# ---- register_file_2r1w ----
==> register_file_2r1w/clk_routes.png <==
Bar = 20 um.
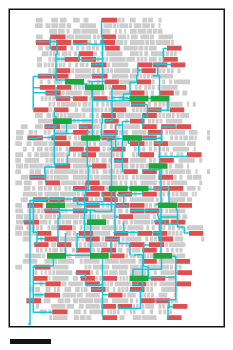

--- src/rtl/register_file_2r1w_pkg.sv ---
// Shared types and constants for the 2-read / 1-write register file slice.
// Package rf_pkg: default geometry, data/address typedefs, accumulator target.
package rf_pkg;

  localparam int unsigned RF_W = 8;
  localparam int unsigned RF_D = 4;

  typedef logic [RF_D-1:0] rf_addr_t;
  typedef logic [RF_W-1:0] rf_data_t;

  localparam int unsigned ACC_REG = 0;

  // Which writer ends up owning register 0 in a given cycle.
  typedef enum logic [1:0] {
    ZSRC_NONE = 2'd0,
    ZSRC_GEN  = 2'd1,
    ZSRC_ACC  = 2'd2
  } zero_src_e;

endpackage

--- src/rtl/register_file_2r1w_write_arbiter.sv ---
// Combinational resolution of the general and accumulator writers into
// effective register-0 and non-zero-register writes plus a raw collision flag.
module rf_write_arbiter
  import rf_pkg::*;
#(
  parameter int unsigned W = RF_W,
  parameter int unsigned D = RF_D
) (
  input  logic         wr_en,
  input  logic [D-1:0] wr_addr,
  input  logic [W-1:0] wr_data,
  input  logic         acc_wr_en,
  input  logic [W-1:0] acc_data,
  output logic         gen_en,
  output logic [D-1:0] gen_addr,
  output logic [W-1:0] gen_data,
  output logic         zero_en,
  output logic [W-1:0] zero_data,
  output logic         conflict
);

  localparam logic [D-1:0] ACC_ADDR = D'(ACC_REG);

  zero_src_e zero_src;
  logic      gen_hits_zero;

  always_comb begin
    gen_hits_zero = wr_en && (wr_addr == ACC_ADDR);

    // General port owns register 0 whenever it targets it.
    if (gen_hits_zero) begin
      zero_src = ZSRC_GEN;
    end else if (acc_wr_en) begin
      zero_src = ZSRC_ACC;
    end else begin
      zero_src = ZSRC_NONE;
    end

    zero_en   = (zero_src != ZSRC_NONE);
    zero_data = (zero_src == ZSRC_GEN) ? wr_data : acc_data;

    gen_en   = wr_en && !gen_hits_zero;
    gen_addr = wr_addr;
    gen_data = wr_data;

    conflict = gen_hits_zero && acc_wr_en;
  end

endmodule

--- src/rtl/register_file_2r1w.sv ---
// 2**D x W register file: two combinational read ports, general + accumulator
// writers, written-since-reset scoreboard. Optional macro: RF_WRITE_BYPASS_EN.
module register_file_2r1w
  import rf_pkg::*;
#(
  parameter int unsigned W = RF_W,
  parameter int unsigned D = RF_D
) (
  input  logic         clk,
  input  logic         reset,
  input  logic         wr_en,
  input  logic [D-1:0] wr_addr,
  input  logic [W-1:0] wr_data,
  input  logic         acc_wr_en,
  input  logic [W-1:0] acc_data,
  input  logic [D-1:0] rd_addr_a,
  output logic [W-1:0] rd_data_a,
  input  logic [D-1:0] rd_addr_b,
  output logic [W-1:0] rd_data_b,
  output logic         rd_valid_a,
  output logic         rd_valid_b,
  output logic [W-1:0] reg_zero,
  output logic         wr_conflict
);

  localparam int unsigned N = 2 ** D;
  localparam logic [D-1:0] ACC_ADDR = D'(ACC_REG);

  logic [W-1:0] regs_q  [N];
  logic [W-1:0] regs_d  [N];
  logic [N-1:0] valid_q;
  logic [N-1:0] valid_d;
  logic         wr_conflict_q;
  logic         wr_conflict_d;

  logic         gen_en;
  logic [D-1:0] gen_addr;
  logic [W-1:0] gen_data;
  logic         zero_en;
  logic [W-1:0] zero_data;
  logic         conflict;

  rf_write_arbiter #(
    .W (W),
    .D (D)
  ) u_arb (
    .wr_en     (wr_en),
    .wr_addr   (wr_addr),
    .wr_data   (wr_data),
    .acc_wr_en (acc_wr_en),
    .acc_data  (acc_data),
    .gen_en    (gen_en),
    .gen_addr  (gen_addr),
    .gen_data  (gen_data),
    .zero_en   (zero_en),
    .zero_data (zero_data),
    .conflict  (conflict)
  );

  always_comb begin
    regs_d        = regs_q;
    valid_d       = valid_q;
    wr_conflict_d = 1'b0;
    if (reset) begin
      for (int unsigned i = 0; i < N; i++) begin
        regs_d[i] = '0;
      end
      valid_d = '0;
    end else begin
      // gen_en never targets register 0, so the two writes cannot overlap.
      if (gen_en) begin
        regs_d[gen_addr]  = gen_data;
        valid_d[gen_addr] = 1'b1;
      end
      if (zero_en) begin
        regs_d[ACC_REG]  = zero_data;
        valid_d[ACC_REG] = 1'b1;
      end
      wr_conflict_d = conflict;
    end
  end

  always_ff @(posedge clk) begin
    regs_q        <= regs_d;
    valid_q       <= valid_d;
    wr_conflict_q <= wr_conflict_d;
  end

  always_comb begin
    rd_data_a  = regs_q[rd_addr_a];
    rd_valid_a = valid_q[rd_addr_a];
    rd_data_b  = regs_q[rd_addr_b];
    rd_valid_b = valid_q[rd_addr_b];
    reg_zero   = regs_q[ACC_REG];
`ifdef RF_WRITE_BYPASS_EN
    if (!reset) begin
      if (zero_en && (rd_addr_a == ACC_ADDR)) begin
        rd_data_a  = zero_data;
        rd_valid_a = 1'b1;
      end else if (gen_en && (rd_addr_a == gen_addr)) begin
        rd_data_a  = gen_data;
        rd_valid_a = 1'b1;
      end
      if (zero_en && (rd_addr_b == ACC_ADDR)) begin
        rd_data_b  = zero_data;
        rd_valid_b = 1'b1;
      end else if (gen_en && (rd_addr_b == gen_addr)) begin
        rd_data_b  = gen_data;
        rd_valid_b = 1'b1;
      end
      if (zero_en) begin
        reg_zero = zero_data;
      end
    end
`endif
  end

  assign wr_conflict = wr_conflict_q;

endmodule

--- config.mk ---
export PLATFORM = sky130hd
export DESIGN_NAME = register_file_2r1w
export DESIGN_NICKNAME = d
export VERILOG_FILES = /design/src/rtl/register_file_2r1w_pkg.sv /design/src/rtl/register_file_2r1w_write_arbiter.sv /design/src/rtl/register_file_2r1w.sv
export SDC_FILE = /design/constraint.sdc
export NUM_CORES = 1
export LEC_CHECK = 0
export CAP_MARGIN = 40
export CORE_ASPECT_RATIO = 1.5
export CORE_MARGIN = 2
export CORE_UTILIZATION = 53
export CTS_CLUSTER_DIAMETER = 120
export CTS_CLUSTER_SIZE = 25
export DETAILED_ROUTE_END_ITERATION = 8
export GPL_ROUTABILITY_DRIVEN = 0
export HOLD_SLACK_MARGIN = 0.06
export PLACE_DENSITY = 0.78
export SETUP_SLACK_MARGIN = 0.4
export SLEW_MARGIN = 40
export SYNTH_ARGS = -nofsm -noshare
export SYNTH_HDL_FRONTEND = slang
export SYNTH_SLANG_ARGS = --single-unit
--- constraint.sdc ---
create_clock -name clk -period 1.6 [get_ports clk]
set_input_delay 0.24 -clock clk [delete_from_list [all_inputs] [get_ports clk]]
set_output_delay 0.24 -clock clk [all_outputs]
set_load 0.005 [all_outputs]
# ---- alu_serial_responder ----
`src/rtl/alu_serial_responder.sv`:
```
// Serial three-word request/response ALU: receives DATA(A), DATA(B), CMD(op),
// then answers with status, result MSB and result LSB words after RESP_GAP idle cycles.
module alu_serial_responder #(
  parameter int RESP_GAP = 2
) (
  input  logic clk,
  input  logic rst_n,
  input  logic enable_n,
  input  logic din,
  output logic dout,
  output logic dout_valid
);

  // state | meaning
  // IDLE  | waiting for first enable_n low sample (bit 9 of word 0)
  // RX    | shifting in the remaining 29 request bits
  // CALC  | evaluate errors/result, load response shift register
  // GAP   | RESP_GAP idle cycles before the response
  // TX    | 30 response bits on dout, dout_valid high
  // DRAIN | wait for enable_n high before accepting a new frame
  typedef enum logic [2:0] {IDLE, RX, CALC, GAP, TX, DRAIN} state_t;

  state_t      r_state;
  state_t      w_next;
  logic [29:0] r_rx_sr;
  logic [29:0] r_tx_sr;
  logic [4:0]  r_cnt;

  logic [9:0]  w_word0;
  logic [9:0]  w_word1;
  logic [9:0]  w_word2;
  logic [7:0]  w_a;
  logic [7:0]  w_b;
  logic [7:0]  w_op;
  logic        w_par_err;
  logic        w_frame_err;
  logic        w_op_ok;
  logic        w_inv_op;
  logic [15:0] w_alu;
  logic [15:0] w_result;
  logic [7:0]  w_status;

  function automatic logic [9:0] mk_word(input logic t, input logic [7:0] b);
    return {t, b, ^{t, b}};
  endfunction

  assign w_word0 = r_rx_sr[29:20];
  assign w_word1 = r_rx_sr[19:10];
  assign w_word2 = r_rx_sr[9:0];
  assign w_a     = w_word0[8:1];
  assign w_b     = w_word1[8:1];
  assign w_op    = w_word2[8:1];

  // A correct word has even overall parity since bit0 is the XOR of bits 9:1.
  assign w_par_err   = (^w_word0) | (^w_word1) | (^w_word2);
  assign w_frame_err = w_word0[9] | w_word1[9] | ~w_word2[9];

  always_comb begin
    w_alu   = 16'h0000;
    w_op_ok = 1'b1;
    case (w_op)
      8'h00:   w_alu = {8'h00, w_a & w_b};
      8'h01:   w_alu = {8'h00, w_a | w_b};
      8'h02:   w_alu = {8'h00, w_a ^ w_b};
      8'h03:   w_alu = {8'h00, w_a} + {8'h00, w_b};
      8'h04:   w_alu = {8'h00, w_a} - {8'h00, w_b};
      8'h05:   w_alu = {8'h00, w_a} * {8'h00, w_b};
      default: w_op_ok = 1'b0;
    endcase
  end

  assign w_inv_op = ~w_op_ok & ~w_par_err & ~w_frame_err;
  assign w_result = (w_par_err | w_frame_err | ~w_op_ok) ? 16'h0000 : w_alu;
  assign w_status = {4'b0000, w_frame_err, w_par_err, w_inv_op, 1'b1};

  always_comb begin
    w_next = r_state;
    case (r_state)
      IDLE:    if (!enable_n) w_next = RX;
      RX:      if (enable_n) w_next = IDLE;
               else if (r_cnt == 5'd0) w_next = CALC;
      CALC:    w_next = GAP;
      GAP:     if (r_cnt == 5'd0) w_next = TX;
      TX:      if (r_cnt == 5'd0) w_next = DRAIN;
      DRAIN:   if (enable_n) w_next = IDLE;
      default: w_next = IDLE;
    endcase
  end

  always_ff @(posedge clk) begin
    if (!rst_n) begin
      r_state <= IDLE;
      r_rx_sr <= 30'd0;
      r_tx_sr <= 30'd0;
      r_cnt   <= 5'd0;
    end else begin
      r_state <= w_next;
      case (r_state)
        IDLE: begin
          if (!enable_n) begin
            r_rx_sr <= {29'd0, din};
            r_cnt   <= 5'd28;
          end
        end
        RX: begin
          if (!enable_n) begin
            r_rx_sr <= {r_rx_sr[28:0], din};
            if (r_cnt != 5'd0) r_cnt <= r_cnt - 5'd1;
          end
        end
        CALC: begin
          r_tx_sr <= {mk_word(1'b1, w_status),
                      mk_word(1'b0, w_result[15:8]),
                      mk_word(1'b0, w_result[7:0])};
          r_cnt   <= 5'(RESP_GAP - 1);
        end
        GAP: begin
          if (r_cnt == 5'd0) r_cnt <= 5'd29;
          else               r_cnt <= r_cnt - 5'd1;
        end
        TX: begin
          r_tx_sr <= {r_tx_sr[28:0], 1'b0};
          if (r_cnt != 5'd0) r_cnt <= r_cnt - 5'd1;
        end
        default: ;
      endcase
    end
  end

  assign dout_valid = (r_state == TX);
  assign dout       = (r_state == TX) & r_tx_sr[29];

endmodule
```
`config.mk`:
```
export PLATFORM = sky130hd
export DESIGN_NAME = alu_serial_responder
export DESIGN_NICKNAME = d
export VERILOG_FILES = /design/src/rtl/alu_serial_responder.sv
export SDC_FILE = /design/constraint.sdc
export NUM_CORES = 1
export LEC_CHECK = 0
export CAP_MARGIN = 20
export CORE_ASPECT_RATIO = 0.9
export CORE_MARGIN = 2
export CORE_UTILIZATION = 46
export CTS_BUF_LIST = sky130_fd_sc_hd__clkbuf_4
export DETAILED_ROUTE_END_ITERATION = 10
export RECOVER_POWER = 50
export REMOVE_ABC_BUFFERS = 1
export SYNTH_ARGS = -nofsm -noshare
export SYNTH_HDL_FRONTEND = slang
export SYNTH_SLANG_ARGS = --single-unit
```
`constraint.sdc`:
```
create_clock -name clk -period 12.9 [get_ports clk]
set_clock_uncertainty 0.2 [all_clocks]
set_input_delay 1.935 -clock clk [delete_from_list [all_inputs] [get_ports clk]]
set_output_delay 1.935 -clock clk [all_outputs]
set_load 0.05 [all_outputs]
```

==> layout pictures side by side <==
Routed metal, one color a layer.
picture 1
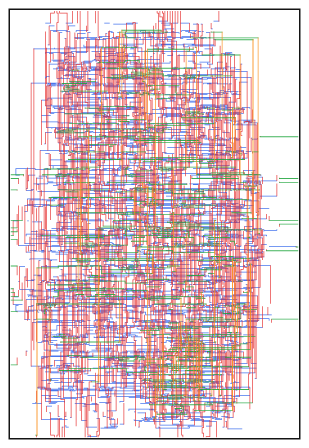
picture 2
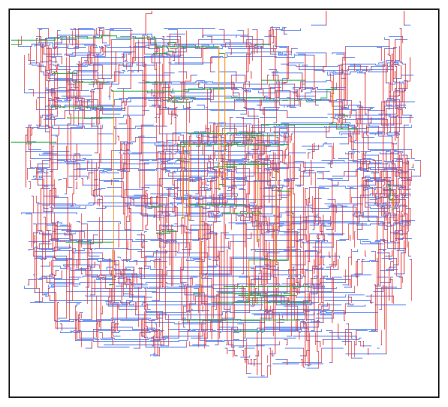
Of these, most wire: picture 1
picture 1 -> register_file_2r1w
picture 2 -> alu_serial_responder

==> register_file_2r1w/detail.png <==
Window x 32 to 72, y 26 to 66 um. Cells in gray, sequential cells in the stronger gray; small squares are vias.
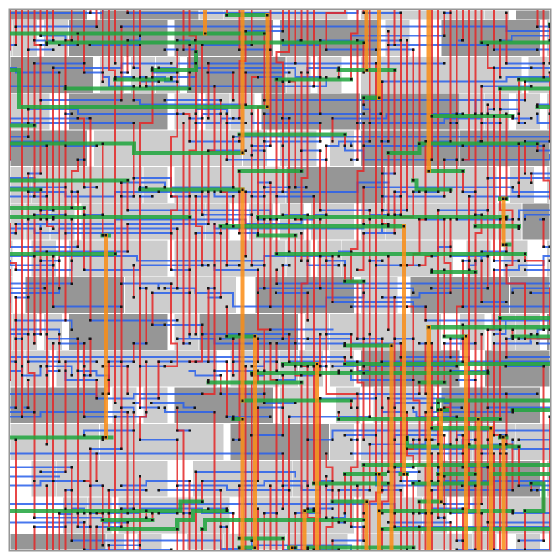
- metal 2: red
- metal 4: orange
- metal 1: blue
- metal 3: green
- most frequent: dfxtp_1 (23), nand3_1 (20), a21oi_1 (20)
- cells with their middle in the window: 113
- netlist names of flops here include: regs_q (24), valid_q (1)
- sequential cells in the window: 25

About register_file_2r1w/clk_routes.png:
- clock drivers: green (count 17)
- clock wires: cyan (length 1,760 um)
- flip-flops: red (count 145)
- routed clock nets: 18

==> Changelog: implementation, register_file_2r1w <==
### Physical design

* Chip area at 15,800 um^2
* Fraction of met2 tracks used by global routing at 53.4%
* Worst path required time at 1.36 ns
* Fin nets at 918
* Final WS setup at -0.426 ns
* Result of the run: complete, but fails checks
* Endpoint of the lowest-slack register-to-register path: reg_zero[4]
* Clock tree from TritonCTS: done
* Power density over the cells at 959 nW/um^2
* Area leader share at 36.9%
* Power share of the sequential group at 38.8%
* Maximum number of buffers from clock root to sink at 2
* DRC marker count from the first detailed-route iteration at 1,142
* Count of nets left with antenna violations after detail routing at 0
* R2r worst-path depth at 4
* Layout filler cell count at 957
* I/O pin count at 59
* Multi-input combinational area share at 44.5%
* Worst hold path depth at 2
* Setup-violating endpoint count in the final report at 18
* Power attributed to sequential cells at 3730 uW
* Crit-path slowest cell: mux4_4
* Relative area of non-clock buffer cells in the final design at 17.0%
* Failing checks: negative setup slack
* Clock network contribution to total cell area at 6.76%
* Diodes inserted at 0
* Commonest non-fill, non-tap cells in the layout: 136 x a21oi_1, 121 x nand3_1, 115 x dfxtp_1
* Multiplexer share of the synthesized area at 23.1%
* Clock network fraction of total power at 48.0%
* Overall power of the completed layout at 9620 uW
register_file_2r1w: sequential cells by signal, indices dropped and copies added (netlist names):
| name | cells |
|---|---|
| reg_zero | 8 |
| valid_q | 16 |
| wr_conflict | 1 |
| regs_q | 120 |
register_file_2r1w: timing repair:
| item | CTS | global route |
|---|---|---|
| gates cloned | 3 | 0 |
| buffers inserted | 7 | 1 |
| resized | 190 | 31 |
| endpoints found under the setup margin | 155 | 35 |
| pin swaps | 34 | 12 |
register_file_2r1w: synthesized netlist by cell type:
master / n
nor3b_1: 1
a21oi_1: 136
or3b_1: 1
nor3b_4: 1
dfxtp_1: 145
buf_1: 1
nor2_1: 18
nand3b_1: 2
a211oi_1: 8
nor2b_1: 6
mux2i_1: 8
buf_6: 6
and3b_1: 2
o21ai_1: 4
buf_4: 14
clkbuf_1: 58
mux4_2: 42
clkbuf_2: 2
o21ai_0: 116
nor3_1: 8
nor2_2: 1
or2_1: 1
nand3_1: 121
nand2b_1: 2
mux4_4: 2
and3_1: 1
nand2_1: 19
buf_2: 36
mux4_1: 28
and2_1: 3
nand2_2: 1
a22oi_1: 36
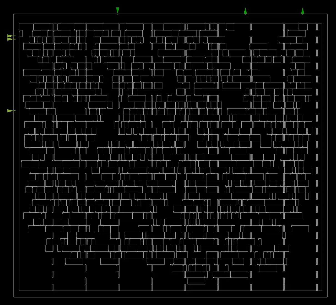
(alu_serial_responder/placement.png)
sequential share of cell area: 19.7%
layout filler cell count: 1,410

==> Changelog: implementation, alu_serial_responder <==
### Physical design

* Number of buffers created by CTS at 9
* Failing checks: max-capacitance violations, max-slew violations
* Area leader share at 20.4%
* Power density over the cells at 57.3 nW/um^2
* GRT Resource Usage Total at 22.6%
* Power attributed to sequential cells at 217 uW
* Area after DPL at 6780 um^2
* Number of maximum-capacitance constraint violations at 1
* Setup bufs post-CTS at 0
* Fa+ha+maj area frac at 23.0%
* Commonest non-fill, non-tap cells in the layout: 90 x inv_1, 78 x nor2_1, 71 x nand2_1
* Number of flops mapped to enable cells by yosys at 0
* Maximum number of buffers from clock root to sink at 2
* Clock network contribution to total cell area at 1.86%
* Grt met1 use at 32.1%
* Leak Pwr at 0.00274 uW
* Length of routed met2 wiring at 7660 um
* Combinational cell power at 40.6 uW
* Clock tree from TritonCTS: done
* Logic depth of the worst setup path including buffers at 18
* Switch Pwr at 108 uW
* Area share of xor/xnor cells in the synthesized design at 6.77%
* Register area at 1360 um^2
* Total length of routed met3 wires at 614 um
* Sequential-to-total area share from yosys stat at 20.4%
* Net Sw Frac at 27.3%
* Final Max-Slew Violation Tally at 71
* Vias after detailed routing at 5,622
* Count of nets left with antenna violations after detail routing at 0
* DP Cell Count at 978
* Result of the run: complete, but fails checks
* Chip Area, Yosys at 6690 um^2
==> alu_serial_responder: how the worst min path moves through the flow <==
stage	slack, ns	depth (start not counted)	start	to
after CTS	0.26	2	r_tx_sr[29]	r_tx_sr[29]
after floorplan	0.22	2	r_tx_sr[21]	r_tx_sr[21]
after detailed placement	0.24	2	r_tx_sr[29]	r_tx_sr[29]
after global routing	0.28	2	r_tx_sr[21]	r_tx_sr[21]
after global placement	0.24	2	r_tx_sr[20]	r_tx_sr[20]
final	0.26	2	r_tx_sr[29]	r_tx_sr[29]
==> alu_serial_responder: cells in the mapped netlist (all sizes together), types with 3 or more instances <==
library cell / number
a211o: 3
a211oi: 5
a21boi: 35
a21o: 6
a21oi: 41
a221o: 3
a221oi: 6
a222oi: 10
a22oi: 15
a31oi: 4
and2: 4
and3: 7
buf: 11
clkbuf: 39
dfxtp: 68
fa: 38
ha: 62
inv: 90
mux2: 3
mux2i: 6
nand2: 71
nand2b: 7
nand3: 45
nand4: 3
nor2: 79
nor2b: 26
nor3: 12
nor3b: 5
o211ai: 4
o21a: 3
o21ai: 25
o21bai: 6
o22ai: 4
or2: 3
or3: 3
xnor2: 34
xnor3: 3
xor2: 10


==> gallery <==
Metal 3.
image #1
Bar = 50 um.
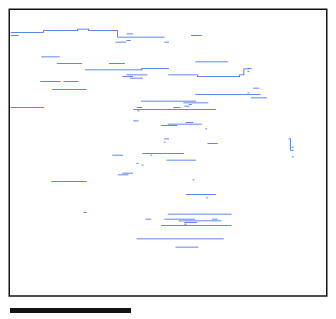
image #2
Bar = 20 um.
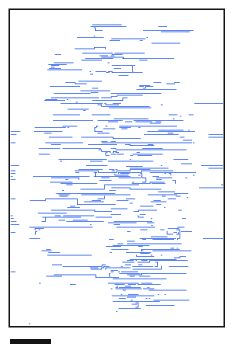
alu_serial_responder is image #1.
register_file_2r1w is image #2.

Key to image #2:
- share of all routed wire: 11%
- longest straight run: 43.5 um

No activity file was given, so power comes from the tool's default toggle rates.
